# block 1

$ cat src/rtl/pcie_os_sched_if.sv
// Handshake bundle between the LTSSM / rx driver side and the per-lane ordered-set scheduler.
interface pcie_os_sched_if;
    logic       start;
    logic       abort;
    logic       os_done;
    logic       rx_ts1;
    logic       rx_ts2;
    logic       rx_bad;
    logic [5:0] ost;
    logic       en_n;
    logic       done;
    logic       timeout;
    logic [2:0] state;

    modport master (
        output start, abort, os_done, rx_ts1, rx_ts2, rx_bad,
        input  ost, en_n, done, timeout, state
    );

    modport slave (
        input  start, abort, os_done, rx_ts1, rx_ts2, rx_bad,
        output ost, en_n, done, timeout, state
    );
endinterface

$ cat src/rtl/pcie_os_sched.sv
// Per-lane Polling ordered-set scheduler: TS1 -> TS2 -> logical idle with timeout.
// Optional SKP insertion is compiled in when OZPHY_SKP_INSERT_EN is defined.
module pcie_os_sched #(
    parameter int unsigned TS1_MIN      = 1024,
    parameter int unsigned RX_REQ       = 8,
    parameter int unsigned TX_TS2_POST  = 16,
    parameter int unsigned SKP_INTERVAL = 1180,
    parameter int unsigned TIMEOUT_CYC  = 24000
) (
    input  logic             clk,
    input  logic             reset_n,
    pcie_os_sched_if.slave   bus
);
    localparam logic [5:0] OST_NONE = 6'd0;
    localparam logic [5:0] OST_IDLE = 6'd1;
    localparam logic [5:0] OST_TS1  = 6'd2;
    localparam logic [5:0] OST_TS2  = 6'd3;
    localparam int TX2_W = $clog2(TX_TS2_POST + 1);

    typedef enum logic [2:0] {
        S_IDLE = 3'd0,
        S_TS1  = 3'd1,
        S_TS2  = 3'd2,
        S_DONE = 3'd3
    } state_e;

    state_e             state_q, state_d;
    logic [5:0]         ost_q, ost_d;
    logic               en_n_q, en_n_d;
    logic               done_q, done_d;
    logic               timeout_q, timeout_d;
    logic [10:0]        tx1_cnt_q, tx1_cnt_d;
    logic [TX2_W-1:0]   tx2_cnt_q, tx2_cnt_d;
    logic [3:0]         rx_cnt_q, rx_cnt_d;
    logic               rx_ok_q, rx_ok_d;
    logic [15:0]        tmr_q, tmr_d;

    logic [3:0]         rx_inc;
    logic               rx_enough;
    logic               skp_set;
    logic               set_end;
    logic               adv;

`ifdef OZPHY_SKP_INSERT_EN
    localparam logic [5:0] OST_SKP = 6'd4;
    localparam int SKP_W = $clog2(SKP_INTERVAL + 1);

    logic [SKP_W-1:0]   skp_tmr_q, skp_tmr_d;
    logic               skp_pend_q, skp_pend_d;

    assign skp_set = (ost_q == OST_SKP);
`else
    assign skp_set = 1'b0;
`endif

    // Code to resume after an inserted SKP set.
    function automatic logic [5:0] base_ost(input state_e s);
        case (s)
            S_TS1:   base_ost = OST_TS1;
            S_TS2:   base_ost = OST_TS2;
            S_DONE:  base_ost = OST_IDLE;
            default: base_ost = OST_NONE;
        endcase
    endfunction

    assign rx_inc    = (rx_cnt_q == 4'hF) ? rx_cnt_q : rx_cnt_q + 4'd1;
    assign rx_enough = (32'(rx_cnt_q) >= RX_REQ);
    // Only completed TS sets count; an inserted SKP set is transparent.
    assign set_end   = bus.os_done && !skp_set;

    always_comb begin
        state_d   = state_q;
        ost_d     = ost_q;
        en_n_d    = en_n_q;
        done_d    = done_q;
        timeout_d = 1'b0;
        tx1_cnt_d = tx1_cnt_q;
        tx2_cnt_d = tx2_cnt_q;
        rx_cnt_d  = rx_cnt_q;
        rx_ok_d   = rx_ok_q;
        tmr_d     = tmr_q;
        adv       = 1'b0;
`ifdef OZPHY_SKP_INSERT_EN
        skp_tmr_d  = skp_tmr_q;
        skp_pend_d = skp_pend_q;
`endif

        case (state_q)
            S_TS1: begin
                if (bus.rx_bad)
                    rx_cnt_d = 4'd0;
                else if (bus.rx_ts1 || bus.rx_ts2)
                    rx_cnt_d = rx_inc;
                if (set_end) begin
                    tx1_cnt_d = (tx1_cnt_q == '1) ? tx1_cnt_q : tx1_cnt_q + 11'd1;
                    if ((32'(tx1_cnt_q) + 32'd1 >= TS1_MIN) && rx_enough) begin
                        adv       = 1'b1;
                        state_d   = S_TS2;
                        ost_d     = OST_TS2;
                        rx_cnt_d  = 4'd0;
                        rx_ok_d   = 1'b0;
                        tx2_cnt_d = '0;
                    end
                end
            end
            S_TS2: begin
                if (bus.rx_ts1 || bus.rx_bad)
                    rx_cnt_d = 4'd0;
                else if (bus.rx_ts2)
                    rx_cnt_d = rx_inc;
                if (rx_enough)
                    rx_ok_d = 1'b1;
                if (set_end && rx_ok_q) begin
                    tx2_cnt_d = tx2_cnt_q + TX2_W'(1);
                    if (32'(tx2_cnt_q) + 32'd1 >= TX_TS2_POST) begin
                        adv     = 1'b1;
                        state_d = S_DONE;
                        ost_d   = OST_IDLE;
                        done_d  = 1'b1;
                    end
                end
            end
            default: ;
        endcase

`ifdef OZPHY_SKP_INSERT_EN
        // A state change on this os_done keeps the SKP pending for the following set.
        if (bus.os_done && state_q != S_IDLE) begin
            if (skp_set)
                ost_d = base_ost(state_q);
            else if (skp_pend_q && !adv) begin
                ost_d      = OST_SKP;
                skp_pend_d = 1'b0;
            end
        end
        if (!en_n_q) begin
            if (skp_tmr_q == SKP_W'(SKP_INTERVAL - 1)) begin
                skp_tmr_d  = '0;
                skp_pend_d = 1'b1;
            end else begin
                skp_tmr_d = skp_tmr_q + SKP_W'(1);
            end
        end
`endif

        // Timer spans TS1 and TS2; an advance on the expiry cycle takes precedence.
        if (state_q == S_TS1 || state_q == S_TS2) begin
            tmr_d = tmr_q + 16'd1;
            if (tmr_q == 16'(TIMEOUT_CYC - 1) && !adv) begin
                state_d   = S_IDLE;
                ost_d     = OST_NONE;
                en_n_d    = 1'b1;
                done_d    = 1'b0;
                timeout_d = 1'b1;
`ifdef OZPHY_SKP_INSERT_EN
                skp_pend_d = 1'b0;
                skp_tmr_d  = '0;
`endif
            end
        end

        if ((state_q == S_IDLE || state_q == S_DONE) && bus.start) begin
            state_d   = S_TS1;
            ost_d     = OST_TS1;
            en_n_d    = 1'b0;
            done_d    = 1'b0;
            tx1_cnt_d = '0;
            tx2_cnt_d = '0;
            rx_cnt_d  = 4'd0;
            rx_ok_d   = 1'b0;
            tmr_d     = 16'd0;
`ifdef OZPHY_SKP_INSERT_EN
            skp_tmr_d  = '0;
            skp_pend_d = 1'b0;
`endif
        end

        if (bus.abort) begin
            state_d   = S_IDLE;
            ost_d     = OST_NONE;
            en_n_d    = 1'b1;
            done_d    = 1'b0;
            timeout_d = 1'b0;
`ifdef OZPHY_SKP_INSERT_EN
            skp_tmr_d  = '0;
            skp_pend_d = 1'b0;
`endif
        end
    end

    always_ff @(posedge clk or negedge reset_n) begin
        if (!reset_n) begin
            state_q   <= S_IDLE;
            ost_q     <= OST_NONE;
            en_n_q    <= 1'b1;
            done_q    <= 1'b0;
            timeout_q <= 1'b0;
            tx1_cnt_q <= '0;
            tx2_cnt_q <= '0;
            rx_cnt_q  <= 4'd0;
            rx_ok_q   <= 1'b0;
            tmr_q     <= 16'd0;
`ifdef OZPHY_SKP_INSERT_EN
            skp_tmr_q  <= '0;
            skp_pend_q <= 1'b0;
`endif
        end else begin
            state_q   <= state_d;
            ost_q     <= ost_d;
            en_n_q    <= en_n_d;
            done_q    <= done_d;
            timeout_q <= timeout_d;
            tx1_cnt_q <= tx1_cnt_d;
            tx2_cnt_q <= tx2_cnt_d;
            rx_cnt_q  <= rx_cnt_d;
            rx_ok_q   <= rx_ok_d;
            tmr_q     <= tmr_d;
`ifdef OZPHY_SKP_INSERT_EN
            skp_tmr_q  <= skp_tmr_d;
            skp_pend_q <= skp_pend_d;
`endif
        end
    end

    assign bus.ost     = ost_q;
    assign bus.en_n    = en_n_q;
    assign bus.done    = done_q;
    assign bus.timeout = timeout_q;
    assign bus.state   = state_q;
endmodule

$ cat src/flat_wrapper.sv
// flat-port wrapper written by rule: the top's interface ports become plain ports
module pcie_os_sched_flat 
#(
    parameter int unsigned TS1_MIN      = 1024,
    parameter int unsigned RX_REQ       = 8,
    parameter int unsigned TX_TS2_POST  = 16,
    parameter int unsigned SKP_INTERVAL = 1180,
    parameter int unsigned TIMEOUT_CYC  = 24000
)
  (clk, reset_n, bus_start, bus_abort, bus_os_done, bus_rx_ts1, bus_rx_ts2, bus_rx_bad, bus_ost, bus_en_n, bus_done, bus_timeout, bus_state);
  pcie_os_sched_if bus_i ();
  input  logic clk;
  input  logic reset_n;
  input wire logic [$bits(bus_i.start)-1:0] bus_start;
  input wire logic [$bits(bus_i.abort)-1:0] bus_abort;
  input wire logic [$bits(bus_i.os_done)-1:0] bus_os_done;
  input wire logic [$bits(bus_i.rx_ts1)-1:0] bus_rx_ts1;
  input wire logic [$bits(bus_i.rx_ts2)-1:0] bus_rx_ts2;
  input wire logic [$bits(bus_i.rx_bad)-1:0] bus_rx_bad;
  output wire logic [$bits(bus_i.ost)-1:0] bus_ost;
  output wire logic [$bits(bus_i.en_n)-1:0] bus_en_n;
  output wire logic [$bits(bus_i.done)-1:0] bus_done;
  output wire logic [$bits(bus_i.timeout)-1:0] bus_timeout;
  output wire logic [$bits(bus_i.state)-1:0] bus_state;
  assign bus_i.start = bus_start;
  assign bus_i.abort = bus_abort;
  assign bus_i.os_done = bus_os_done;
  assign bus_i.rx_ts1 = bus_rx_ts1;
  assign bus_i.rx_ts2 = bus_rx_ts2;
  assign bus_i.rx_bad = bus_rx_bad;
  assign bus_ost = bus_i.ost;
  assign bus_en_n = bus_i.en_n;
  assign bus_done = bus_i.done;
  assign bus_timeout = bus_i.timeout;
  assign bus_state = bus_i.state;
  pcie_os_sched #(.TS1_MIN(TS1_MIN), .RX_REQ(RX_REQ), .TX_TS2_POST(TX_TS2_POST), .SKP_INTERVAL(SKP_INTERVAL), .TIMEOUT_CYC(TIMEOUT_CYC)) u_core (.clk(clk), .reset_n(reset_n), .bus(bus_i));
endmodule
$ cat config.mk
export PLATFORM = sky130hd
export DESIGN_NAME = pcie_os_sched_flat
export DESIGN_NICKNAME = d
export VERILOG_FILES = /design/src/rtl/pcie_os_sched_if.sv /design/src/rtl/pcie_os_sched.sv /design/src/flat_wrapper.sv
export SDC_FILE = /design/constraint.sdc
export NUM_CORES = 1
export LEC_CHECK = 0
export ABC_AREA = 1
export CAP_MARGIN = 25
export CORE_MARGIN = 2
export CORE_UTILIZATION = 35
export DETAILED_ROUTE_END_ITERATION = 10
export GPL_TIMING_DRIVEN = 0
export PLACE_DENSITY = 0.53
export RECOVER_POWER = 50
export SLEW_MARGIN = 40
export SYNTH_ARGS = -nofsm -noshare
export SYNTH_HDL_FRONTEND = slang
export SYNTH_SLANG_ARGS = --single-unit
export TNS_END_PERCENT = 20
$ cat constraint.sdc
create_clock -name clk -period 2.2 [get_ports clk]
set_input_delay 0.33 -clock clk [delete_from_list [all_inputs] [get_ports clk]]
set_output_delay 0.33 -clock clk [all_outputs]
set_load 0.01 [all_outputs]
# block 2

### src/rtl/cam_pkg.sv
// Shared definitions for the camera capture front end: frame geometry defaults,
// RGB565 pixel layout and capture FSM state encoding.
package cam_pkg;

    localparam int unsigned H_ACTIVE_DEFAULT = 640;
    localparam int unsigned V_ACTIVE_DEFAULT = 480;

    // Output coordinate widths
    localparam int unsigned X_W = 10;
    localparam int unsigned Y_W = 9;

    // Internal x / line counters are one bit wider so they can hold the saturation value
    localparam int unsigned CNT_W = 11;

    // RGB565: R = [15:11], G = [10:5], B = [4:0]
    typedef struct packed {
        logic [4:0] r;
        logic [5:0] g;
        logic [4:0] b;
    } rgb565_t;

    // Capture FSM encoding
    typedef logic [1:0] cam_state_t;
    localparam cam_state_t WAIT_SYNC = 2'd0;
    localparam cam_state_t BLANK     = 2'd1;
    localparam cam_state_t ACTIVE    = 2'd2;

    // First byte of the pair on the bus is the high byte of the pixel
    function automatic rgb565_t pack_pixel(input logic [7:0] hi, input logic [7:0] lo);
        return rgb565_t'({hi, lo});
    endfunction

    // A line is malformed when it did not deliver exactly h_limit whole pixels
    function automatic logic line_is_bad(input logic [CNT_W-1:0] x,
                                         input logic             phase,
                                         input logic             overflow,
                                         input logic [CNT_W-1:0] h_limit);
        return (x != h_limit) || phase || overflow;
    endfunction

endpackage

### src/rtl/cam_sync_edge.sv
// Multi-stage synchronizer for asynchronous camera inputs with rising/falling
// edge detection on the synchronized value.
module cam_sync_edge #(
    parameter int unsigned WIDTH  = 1,
    parameter int unsigned STAGES = 2
) (
    input  logic             clk,
    input  logic             rst,
    input  logic [WIDTH-1:0] din,
    output logic [WIDTH-1:0] q,
    output logic [WIDTH-1:0] rise,
    output logic [WIDTH-1:0] fall
);

    // Never fewer than two flops in front of the first consumer
    localparam int unsigned N = (STAGES < 2) ? 2 : STAGES;

    logic [N-1:0][WIDTH-1:0] sync_q;
    logic [WIDTH-1:0]        prev_q;

    // Shift chain plus one extra flop holding the previous synchronized value
    always_ff @(posedge clk) begin
        if (rst) begin
            sync_q <= '0;
            prev_q <= '0;
        end else begin
            sync_q <= {sync_q[N-2:0], din};
            prev_q <= sync_q[N-1];
        end
    end

    assign q    = sync_q[N-1];
    assign rise = sync_q[N-1] & ~prev_q;
    assign fall = ~sync_q[N-1] & prev_q;

endmodule

### src/rtl/cam_pixel_assembler.sv
// Camera capture front end: oversamples the OV-style bus on inclk, assembles
// RGB565 byte pairs into pixels with x/y coordinates and emits frame/line events.
module cam_pixel_assembler
    import cam_pkg::*;
#(
    parameter int unsigned H_ACTIVE    = H_ACTIVE_DEFAULT,
    parameter int unsigned V_ACTIVE    = V_ACTIVE_DEFAULT,
    parameter int unsigned SYNC_STAGES = 2
) (
    input  logic           inclk,
    input  logic           rst,
    input  logic           apclk,
    input  logic           ahref,
    input  logic           avsync,
    input  logic [7:0]     adata,
    output logic           pix_valid,
    output logic [15:0]    pix_rgb,
    output logic [X_W-1:0] pix_x,
    output logic [Y_W-1:0] pix_y,
    output logic           frame_start,
    output logic           frame_done,
    output logic           line_err,
    output logic [Y_W-1:0] lines_seen
);

    localparam logic [CNT_W-1:0] H_LIMIT = CNT_W'(H_ACTIVE);
    localparam logic [CNT_W-1:0] V_LIMIT = CNT_W'(V_ACTIVE);
    localparam logic [CNT_W-1:0] CNT_ONE = CNT_W'(1);

    // Synchronized camera inputs
    logic       pclk_sync, pclk_rise, pclk_fall_unused;
    logic       href_sync, href_rise_unused, href_fall_unused;
    logic       vsync_sync, vsync_rise, vsync_fall;
    logic [7:0] data_sync, data_rise_unused, data_fall_unused;

    cam_sync_edge #(
        .WIDTH  (1),
        .STAGES (SYNC_STAGES)
    ) u_sync_pclk (
        .clk  (inclk),
        .rst  (rst),
        .din  (apclk),
        .q    (pclk_sync),
        .rise (pclk_rise),
        .fall (pclk_fall_unused)
    );

    cam_sync_edge #(
        .WIDTH  (1),
        .STAGES (SYNC_STAGES)
    ) u_sync_href (
        .clk  (inclk),
        .rst  (rst),
        .din  (ahref),
        .q    (href_sync),
        .rise (href_rise_unused),
        .fall (href_fall_unused)
    );

    cam_sync_edge #(
        .WIDTH  (1),
        .STAGES (SYNC_STAGES)
    ) u_sync_vsync (
        .clk  (inclk),
        .rst  (rst),
        .din  (avsync),
        .q    (vsync_sync),
        .rise (vsync_rise),
        .fall (vsync_fall)
    );

    cam_sync_edge #(
        .WIDTH  (8),
        .STAGES (SYNC_STAGES)
    ) u_sync_data (
        .clk  (inclk),
        .rst  (rst),
        .din  (adata),
        .q    (data_sync),
        .rise (data_rise_unused),
        .fall (data_fall_unused)
    );

    // State
    cam_state_t       state_q, state_d;
    logic             href_q, href_d;        // href as seen at the previous apclk sample
    logic             in_line_q, in_line_d;  // current line is inside the active window
    logic             phase_q, phase_d;      // 1 = high byte held, waiting for low byte
    logic             ovf_q, ovf_d;          // line delivered more than H_ACTIVE pixels
    logic [7:0]       hi_q, hi_d;
    logic [CNT_W-1:0] x_q, x_d;
    logic [CNT_W-1:0] line_cnt_q, line_cnt_d;

    // Registered outputs
    logic             pix_valid_q, pix_valid_d;
    rgb565_t          pix_rgb_q, pix_rgb_d;
    logic [X_W-1:0]   pix_x_q, pix_x_d;
    logic [Y_W-1:0]   pix_y_q, pix_y_d;
    logic             frame_start_q, frame_start_d;
    logic             frame_done_q, frame_done_d;
    logic             line_err_q, line_err_d;
    logic [Y_W-1:0]   lines_seen_q, lines_seen_d;

    logic             close_line;

    // Next-state: byte assembly, line bookkeeping and frame FSM
    always_comb begin
        state_d       = state_q;
        href_d        = href_q;
        in_line_d     = in_line_q;
        phase_d       = phase_q;
        ovf_d         = ovf_q;
        hi_d          = hi_q;
        x_d           = x_q;
        line_cnt_d    = line_cnt_q;
        pix_valid_d   = 1'b0;
        pix_rgb_d     = pix_rgb_q;
        pix_x_d       = pix_x_q;
        pix_y_d       = pix_y_q;
        frame_start_d = 1'b0;
        frame_done_d  = 1'b0;
        line_err_d    = 1'b0;
        lines_seen_d  = lines_seen_q;
        close_line    = 1'b0;

        // href history is tracked in every state so a line already running when
        // the frame opens is never mistaken for a fresh line start
        if (pclk_rise) begin
            href_d = href_sync;
        end

        if (pclk_rise && state_q == ACTIVE) begin
            if (href_sync && !href_q) begin
                // Line start; the first sampled byte is already a high byte
                in_line_d = (line_cnt_q < V_LIMIT);
                x_d       = '0;
                ovf_d     = 1'b0;
                hi_d      = data_sync;
                phase_d   = 1'b1;
            end else if (href_sync && in_line_q) begin
                if (!phase_q) begin
                    hi_d    = data_sync;
                    phase_d = 1'b1;
                end else begin
                    phase_d = 1'b0;
                    if (x_q < H_LIMIT) begin
                        pix_valid_d = 1'b1;
                        pix_rgb_d   = pack_pixel(hi_q, data_sync);
                        pix_x_d     = x_q[X_W-1:0];
                        pix_y_d     = line_cnt_q[Y_W-1:0];
                        x_d         = x_q + CNT_ONE;
                    end else begin
                        ovf_d = 1'b1;
                    end
                end
            end else if (!href_sync && href_q && in_line_q) begin
                close_line = 1'b1;
            end
        end

        // avsync rising mid-line closes the line before the frame ends
        if (state_q == ACTIVE && vsync_rise && in_line_d) begin
            close_line = 1'b1;
        end

        if (close_line) begin
            line_err_d = line_is_bad(x_d, phase_d, ovf_d, H_LIMIT);
            line_cnt_d = (line_cnt_q < V_LIMIT) ? line_cnt_q + CNT_ONE : line_cnt_q;
            in_line_d  = 1'b0;
            phase_d    = 1'b0;
        end

        case (state_q)
            WAIT_SYNC: begin
                // Only a full blanking interval can open a frame
                if (vsync_sync) begin
                    state_d = BLANK;
                end
            end
            BLANK: begin
                if (vsync_fall) begin
                    state_d       = ACTIVE;
                    frame_start_d = 1'b1;
                    line_cnt_d    = '0;
                    x_d           = '0;
                    phase_d       = 1'b0;
                    ovf_d         = 1'b0;
                    in_line_d     = 1'b0;
                end
            end
            ACTIVE: begin
                if (vsync_rise) begin
                    state_d      = BLANK;
                    frame_done_d = 1'b1;
                    lines_seen_d = line_cnt_d[Y_W-1:0];
                end
            end
            default: begin
                state_d = WAIT_SYNC;
            end
        endcase
    end

    // State and output registers, synchronous reset
    always_ff @(posedge inclk) begin
        if (rst) begin
            state_q       <= WAIT_SYNC;
            href_q        <= 1'b0;
            in_line_q     <= 1'b0;
            phase_q       <= 1'b0;
            ovf_q         <= 1'b0;
            hi_q          <= '0;
            x_q           <= '0;
            line_cnt_q    <= '0;
            pix_valid_q   <= 1'b0;
            pix_rgb_q     <= '0;
            pix_x_q       <= '0;
            pix_y_q       <= '0;
            frame_start_q <= 1'b0;
            frame_done_q  <= 1'b0;
            line_err_q    <= 1'b0;
            lines_seen_q  <= '0;
        end else begin
            state_q       <= state_d;
            href_q        <= href_d;
            in_line_q     <= in_line_d;
            phase_q       <= phase_d;
            ovf_q         <= ovf_d;
            hi_q          <= hi_d;
            x_q           <= x_d;
            line_cnt_q    <= line_cnt_d;
            pix_valid_q   <= pix_valid_d;
            pix_rgb_q     <= pix_rgb_d;
            pix_x_q       <= pix_x_d;
            pix_y_q       <= pix_y_d;
            frame_start_q <= frame_start_d;
            frame_done_q  <= frame_done_d;
            line_err_q    <= line_err_d;
            lines_seen_q  <= lines_seen_d;
        end
    end

    assign pix_valid   = pix_valid_q;
    assign pix_rgb     = pix_rgb_q;
    assign pix_x       = pix_x_q;
    assign pix_y       = pix_y_q;
    assign frame_start = frame_start_q;
    assign frame_done  = frame_done_q;
    assign line_err    = line_err_q;
    assign lines_seen  = lines_seen_q;

endmodule

### config.mk
export PLATFORM = sky130hd
export DESIGN_NAME = cam_pixel_assembler
export DESIGN_NICKNAME = d
export VERILOG_FILES = /design/src/rtl/cam_pkg.sv /design/src/rtl/cam_sync_edge.sv /design/src/rtl/cam_pixel_assembler.sv
export SDC_FILE = /design/constraint.sdc
export NUM_CORES = 1
export LEC_CHECK = 0
export CAP_MARGIN = 5
export CORE_MARGIN = 2
export CORE_UTILIZATION = 25
export DETAILED_ROUTE_END_ITERATION = 6
export MAX_ROUTING_LAYER = met4
export SLEW_MARGIN = 40
export SYNTH_ARGS = -nofsm -noshare
export SYNTH_HDL_FRONTEND = slang
export SYNTH_HIERARCHICAL = 1
export SYNTH_SLANG_ARGS = --single-unit
### constraint.sdc
create_clock -name inclk -period 2.7 [get_ports inclk]
set_input_delay 0.27 -clock inclk [delete_from_list [all_inputs] [get_ports inclk]]
set_output_delay 0.27 -clock inclk [all_outputs]
set_load 0.005 [all_outputs]
# block 3

### src/rtl/load_store_unit.sv
// Multi-cycle load/store engine: turns a core memory request into a word-aligned
// bus transaction with byte enables, returns extended load data and flags faults.
module load_store_unit #(
  parameter int D_WIDTH = 32,
  parameter int TIMEOUT = 16
) (
  input  logic               clk,
  input  logic               rst,
  input  logic               mem_req,
  input  logic               MemWrite,
  input  logic [2:0]         funct3,
  input  logic [D_WIDTH-1:0] addr,
  input  logic [D_WIDTH-1:0] wdata,
  output logic               stall,
  output logic               done,
  output logic [D_WIDTH-1:0] rdata,
  output logic               fault_misalign,
  output logic               fault_bus,
  output logic               bus_req,
  output logic               bus_we,
  output logic [D_WIDTH-1:0] bus_addr,
  output logic [3:0]         bus_be,
  output logic [D_WIDTH-1:0] bus_wdata,
  input  logic               bus_ack,
  input  logic [D_WIDTH-1:0] bus_rdata
);

  localparam logic [1:0] IDLE = 2'd0;
  localparam logic [1:0] BUS  = 2'd1;
  localparam logic [1:0] RESP = 2'd2;

  localparam int CW = (TIMEOUT > 2) ? $clog2(TIMEOUT) : 1;
  localparam logic [CW-1:0] CNT_LAST = CW'(TIMEOUT - 1);

  logic [1:0]         state;
  logic [CW-1:0]      cnt;
  logic [2:0]         lat_f3;
  logic [1:0]         lat_off;
  logic               legal;
  logic [3:0]         req_be;
  logic [D_WIDTH-1:0] req_wdata;
  logic [7:0]         ld_byte;
  logic [15:0]        ld_half;
  logic [D_WIDTH-1:0] ld_data;

  assign stall = ((state == IDLE) && mem_req) || (state == BUS);

  always_comb begin
    legal     = 1'b1;
    req_be    = 4'b1111;
    req_wdata = wdata;
    if (funct3[1:0] == 2'b11) legal = 1'b0;
    // Unsigned variants exist only for byte/halfword loads.
    if (funct3[2] && (MemWrite || (funct3[1:0] == 2'b10))) legal = 1'b0;
    if ((funct3[1:0] == 2'b01) && addr[0]) legal = 1'b0;
    if ((funct3[1:0] == 2'b10) && (addr[1:0] != 2'b00)) legal = 1'b0;
    case (funct3[1:0])
      2'b00: begin
        req_be    = 4'b0001 << addr[1:0];
        req_wdata = {4{wdata[7:0]}};
      end
      2'b01: begin
        req_be    = addr[1] ? 4'b1100 : 4'b0011;
        req_wdata = {2{wdata[15:0]}};
      end
      default: ;
    endcase
  end

  always_comb begin
    ld_byte = bus_rdata[{lat_off, 3'b000} +: 8];
    ld_half = lat_off[1] ? bus_rdata[31:16] : bus_rdata[15:0];
    case (lat_f3)
      3'b000:  ld_data = {{24{ld_byte[7]}}, ld_byte};
      3'b001:  ld_data = {{16{ld_half[15]}}, ld_half};
      3'b100:  ld_data = {24'd0, ld_byte};
      3'b101:  ld_data = {16'd0, ld_half};
      default: ld_data = bus_rdata;
    endcase
  end

  always_ff @(posedge clk) begin
    if (rst) begin
      state          <= IDLE;
      cnt            <= '0;
      lat_f3         <= '0;
      lat_off        <= '0;
      rdata          <= '0;
      done           <= 1'b0;
      fault_misalign <= 1'b0;
      fault_bus      <= 1'b0;
      bus_req        <= 1'b0;
      bus_we         <= 1'b0;
      bus_addr       <= '0;
      bus_be         <= '0;
      bus_wdata      <= '0;
    end else begin
      case (state)
        IDLE: begin
          if (mem_req) begin
            if (legal) begin
              lat_f3    <= funct3;
              lat_off   <= addr[1:0];
              bus_req   <= 1'b1;
              bus_we    <= MemWrite;
              bus_addr  <= {addr[D_WIDTH-1:2], 2'b00};
              bus_be    <= req_be;
              bus_wdata <= req_wdata;
              cnt       <= '0;
              state     <= BUS;
            end else begin
              done           <= 1'b1;
              fault_misalign <= 1'b1;
              state          <= RESP;
            end
          end
        end
        BUS: begin
          // Ack wins over timeout when both land in the limit cycle.
          if (bus_ack) begin
            if (!bus_we) rdata <= ld_data;
            bus_req <= 1'b0;
            done    <= 1'b1;
            state   <= RESP;
          end else if (cnt == CNT_LAST) begin
            bus_req   <= 1'b0;
            done      <= 1'b1;
            fault_bus <= 1'b1;
            state     <= RESP;
          end else begin
            cnt <= cnt + 1'b1;
          end
        end
        RESP: begin
          done           <= 1'b0;
          fault_misalign <= 1'b0;
          fault_bus      <= 1'b0;
          state          <= IDLE;
        end
        default: state <= IDLE;
      endcase
    end
  end

endmodule

### config.mk
export PLATFORM = sky130hd
export DESIGN_NAME = load_store_unit
export DESIGN_NICKNAME = d
export VERILOG_FILES = /design/src/rtl/load_store_unit.sv
export SDC_FILE = /design/constraint.sdc
export NUM_CORES = 1
export LEC_CHECK = 0
export CORE_MARGIN = 2
export CORE_UTILIZATION = 47
export CTS_CLUSTER_SIZE = 25
export DETAILED_ROUTE_END_ITERATION = 10
export PLACE_DENSITY = 0.86
export SLEW_MARGIN = 20
export SYNTH_ARGS = -nofsm -noshare
export SYNTH_HDL_FRONTEND = slang
export SYNTH_SLANG_ARGS = --single-unit
### constraint.sdc
create_clock -name clk -period 3.95 [get_ports clk]
set_input_delay 0.9875 -clock clk [delete_from_list [all_inputs] [get_ports clk]]
set_output_delay 0.9875 -clock clk [all_outputs]
set_load 0.02 [all_outputs]
==> block_2/final_clocks.png <==
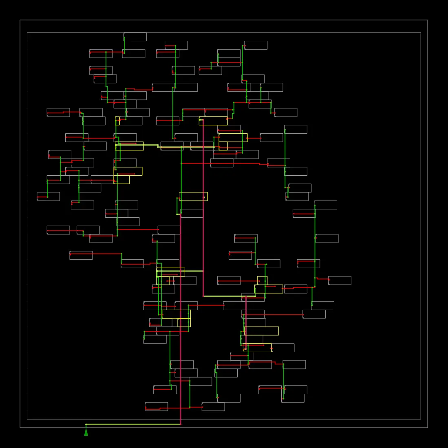
clock sink count: 108
seq_cells: 108
clock buffer count from CTS: 9
worst setup skew after layout: 0.00612 ns

==> results.txt, block 2 <==
Notes on the flow run.

- The standard cell area after detailed placement is 4830 um^2, for reference.
- The run finished with clean final reports.
- For the worst min-delay path, the startpoint reported by OpenROAD is line_cnt_q[10].
- The count of buffers not belonging to the clock network in the layout is 66, for reference.
- The detailed router finished its first iteration with 139 violations.
- The delay of the slowest cell on the worst path is 0.39 ns, for reference.
- The final routed wire length divided by cell count is 12.2 um, for reference.
- The fraction of final cell area spent on non-clock buffers in this run is 0.125.
- Counting every instance in the synthesized netlist gives 452.
- Before antenna repair, the detailed router went through 4 iterations.
- The clock-net power is 1.36 mW, for reference.
- The total number of cells along the worst setup path is 8, for reference.
- The hold-critical path depth is 2, for reference.
- The clock buffer count is 11, for reference.
- The flip-flop and latch share of the layout cell area is 0.420, for reference.
- The layout net count is 511, for reference.
- The transition at the pin with the smallest max-transition slack is 0.761 ns, for reference.
- The sum of internal, switching and leakage power is 3.05 mW, for reference.
- The commonest non-fill, non-tap cell in the layout is dfxtp_1, for reference.
- The leakage dissipation is 1.73 nW, for reference.
[block 2: sequential cells by signal, summed over array words and instances (netlist names), 2 cells and up]
signal / flops
line_cnt_q: 11
u_sync_data/sync_q: 8
lines_seen: 9
x_q: 11
u_sync_data/q: 8
pix_x: 10
hi_q: 8
state_q: 2
pix_y: 9
pix_rgb: 16
[block 2: routing by layer]
metal,global-route usage,up-vias,routed length [um]
li1,-,1589,-
met2,0.164,51,4140
met1,0.129,1440,4280
met5,-,-,0
met3,0.0165,9,204
met4,0.0447,0,142
==> block_1/pins.png <==
(3 px per um) Pins as bars across the die edge, other pins in gray.
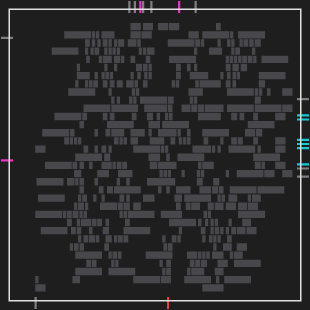
`bus_ost` -> cyan  # pins 6, direction output, edge east
`bus_en_n` -> red  # pins 1, direction output, edge south
`bus_state` -> magenta  # pins 3, direction output, edge 2 north, 1 west

==> block_1/final_clocks.png <==
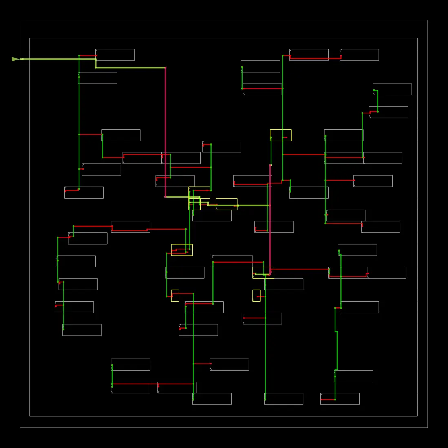
clock buffer count from CTS: 5
seq_cells: 49

==> results.txt, block 1 <==
Notes on the flow run.

- The transition at the pin with the smallest max-transition slack is 0.798 ns, for reference.
- The worst-path maximum fanout is 10, for reference.
- The net switching component of the power is 890 uW, for reference.
- The flow ran to the end, and the final reports show no timing, DRC or antenna violations.
- The worst ir drop on vdd is 309 uV, for reference.
- The most instantiated flip-flop cell in the synthesis netlist is dfrtp_1, for reference.
- The root buffer cell chosen for the clock tree is clkbuf_8.
- The path type of the worst min-delay path is register to register, for reference.
- After detailed routing, the wire length on met1 is 3050 um.
- The element type at the critical path start is a register, for reference.
- The path with the worst hold slack has its endpoint at u_core.tmr_q[7].
- The number of routed nets with antenna violations is 0, for reference.
- The highest layer used for signal routing is met4, for reference.
- Of the total power, combinational logic draws 0.313.
- Summed over all layers, the global routing overflow is 0.
- The commonest cells after synthesis are 72 x nand2_1, 48 x dfrtp_1, 47 x nor2_1.
- The total cell area reported by yosys after synthesis is 3010 um^2, for reference.
- Per report_power, the Clock row totals 543 uW.
- The finished layout cell area is 3420 um^2, for reference.
- The filler cells instantiated in the layout total 878.
- The power report attributes to the sequential group a share of 0.460.
- The number of antenna violations at the first check in global routing was 0.
- For reference, the final report shows the hold violation count at 0.
- The data required time of the worst path is 2.40 ns, for reference.
- The worst setup path is captured at a register.
- The buffering stage count on the worst path with inverters included is 0, for reference.
- The first-pass iteration count of the detailed router is 4, for reference.
- Summed over all combinational cells, the power is 747 uW.
- The synthesis-to-finish area growth is 13.8%, for reference.
- The count of input and output buffers is 19, for reference.
## block 1: cell families after synthesis
logic type               after synthesis  synth area share
XOR/XNOR                               6            0.0175
AND-OR/OR-AND                         54            0.0999
AND/OR/NAND/NOR                      205             0.373
adder cells (fa/ha/maj)                5            0.0208
flip-flops                            49             0.408
buffers and inverters                 50            0.0807
## block 1: worst register-to-register path, cell delays in order (launching register included)
cell and delay [ns]:
dfrtp_1 0.43, ha_1 0.27, nand3_2 0.11, nor2_1 0.20, nand2_2 0.11, nand2_4 0.10
nand3_4 0.11, nand2_2 0.14, nand3_4 0.14, nand2_1 0.10, o21ai_1 0.06
==> block_3/met2.png <==
(3 px per um) Cells faint in the background.
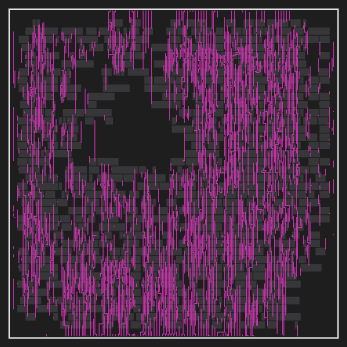
main direction = vertical
longest straight run = 48.4 um
nets with wire on the layer = 782
wire length on this layer = 8,030 um

==> results.txt, block 3 <==
Notes on the flow run.

- For this run, the detailed router reports a per-instance via density of 5.58.
- The layout summary lists the proportion of cells stronger than drive strength 1 as 0.100.
- Of the synthesized area, sequential elements account for 0.440.
- From left edge to right edge, the die measures 109 um.
- The CTS sink count is 114, for reference.
- 439 cells are multi-input combinational gates.
- The most instantiated flip-flop cell in the synthesis netlist is dfxtp_1, for reference.
- The y dimension of the die is 109 um, for reference.
- The layout has 216 buffers outside the clock class.
- Per the detail_route log, the uppermost layer with routed signals is met4.
- Among all cell types in the netlist, the one instantiated most often is nand2_1.
- The area of the chip is 11,900 um^2, for reference.
- The detailed placer reported the number of placed instances as 915.
- The clock buffer count is 18, for reference.
- Together, buffers and inverters on the worst path number 2.
- The first global-routing pass estimated 25,600 um of wire.
- The number of antenna violations at the first check in global routing is 0, for reference.
- The finished design was reported to have a net count of 899.
- For this floorplan the total number of well-tap instances is 140.
- The area fraction of the largest cell type after synthesis is 0.440.
- The flow ran to the end, and the final reports show no timing, DRC or antenna violations.
- For the completed layout, the total cell area is recorded as 7840 um^2.
- The commonest non-fill, non-tap cell in the layout is clkdlybuf4s50_1, for reference.
- Per the run report, area growth between synthesis and finish was 51.1%.
- Once layout is complete, the cells apart from fillers number 947.
- The cell type contributing the most total cell area after synthesis is dfxtp_1, for reference.
- The root buffer cell is clkbuf_8, for reference.
- The leakage dissipation is 2.67 nW, for reference.
-- block 3: power by group --
group	internal [mW]	switching, mW	total, mW
Sequential	1.21	0.0387	1.24
Clock	0.921	0.586	1.51
Combinational	0.268	0.273	0.541
Total	2.39	0.898	3.29
-- block 3: final timing paths --
kind	slack, ns	end	start	depth (start not counted)
worst min-delay path	0.45	bus_addr[31]	bus_addr[31]	2
worst min register to register	0.45	bus_addr[31]	bus_addr[31]	2
worst max register to register	1.83	rdata[14]	lat_off[1]	3
worst max-delay path	0.63	stall	mem_req	4


==> layout pictures side by side <==
Clock network drawn from the DEF.
Plate I
(4 px per um)
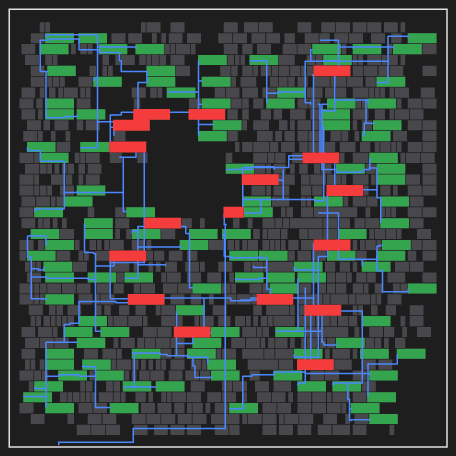
Plate II
(4 px per um)
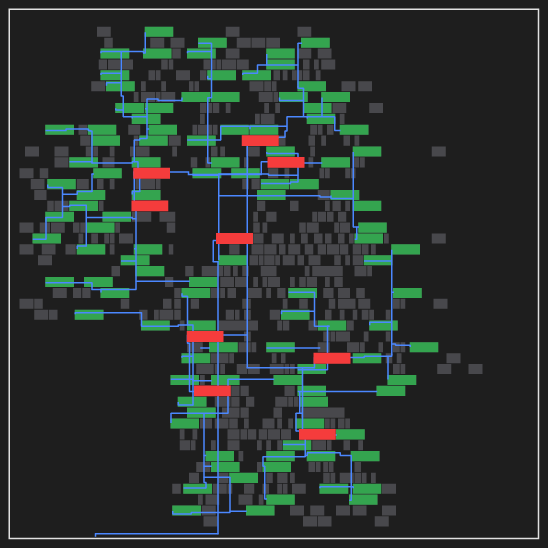
Plate III
(6 px per um)
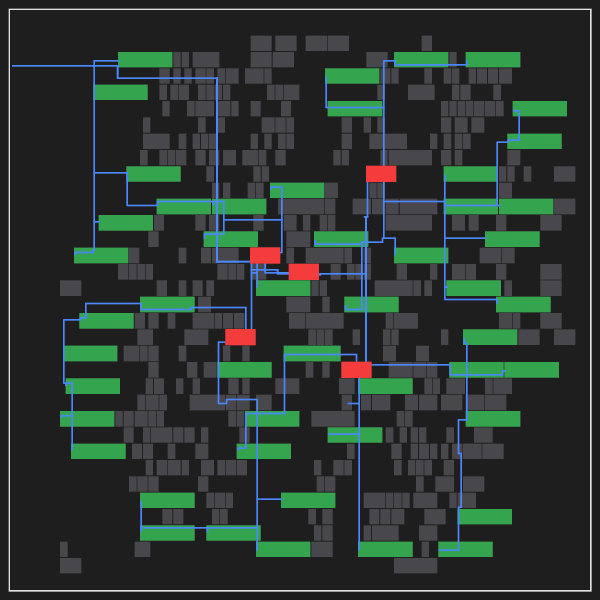
- block 2 = Plate II
- block 3 = Plate I
- block 1 = Plate III
- smallest die: Plate III
- fewest sequential cells: Plate III

Key to Plate II:
clock wires -> blue  # length 1,260 um
flip-flops -> green  # count 108
cells driving clock nets -> red  # count 9
routed clock nets = 10


## Gallery

Cell classes on the final placement.
image #1
(3 px per um) Fill, decap, tap and diode cells in gray.
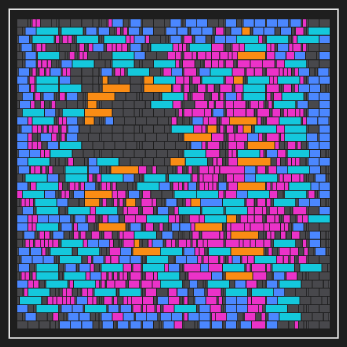
image #2
(4 px per um) Fill, decap, tap and diode cells in gray.
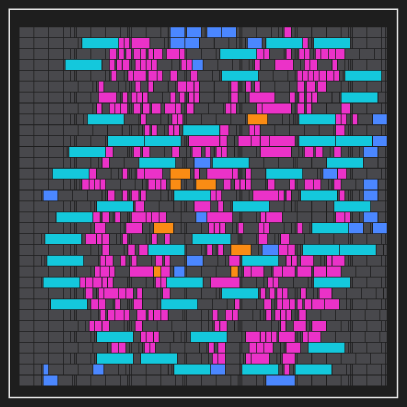
image #3
(3 px per um) Fill, decap, tap and diode cells in gray.
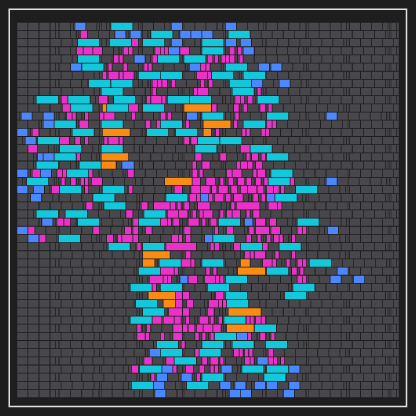
block 2: image #3
block 1: image #2
block 3: image #1

Key to image #1:
all other logic -> magenta  # cells 445, share of their area 35%
flip-flops -> cyan  # cells 114, share of their area 30%
other buffers and delay cells -> blue  # cells 216, share of their area 28%
clock drivers and dummy loads -> orange  # cells 32, share of their area 7.6%

Power is estimated from default activity; no workload was simulated.
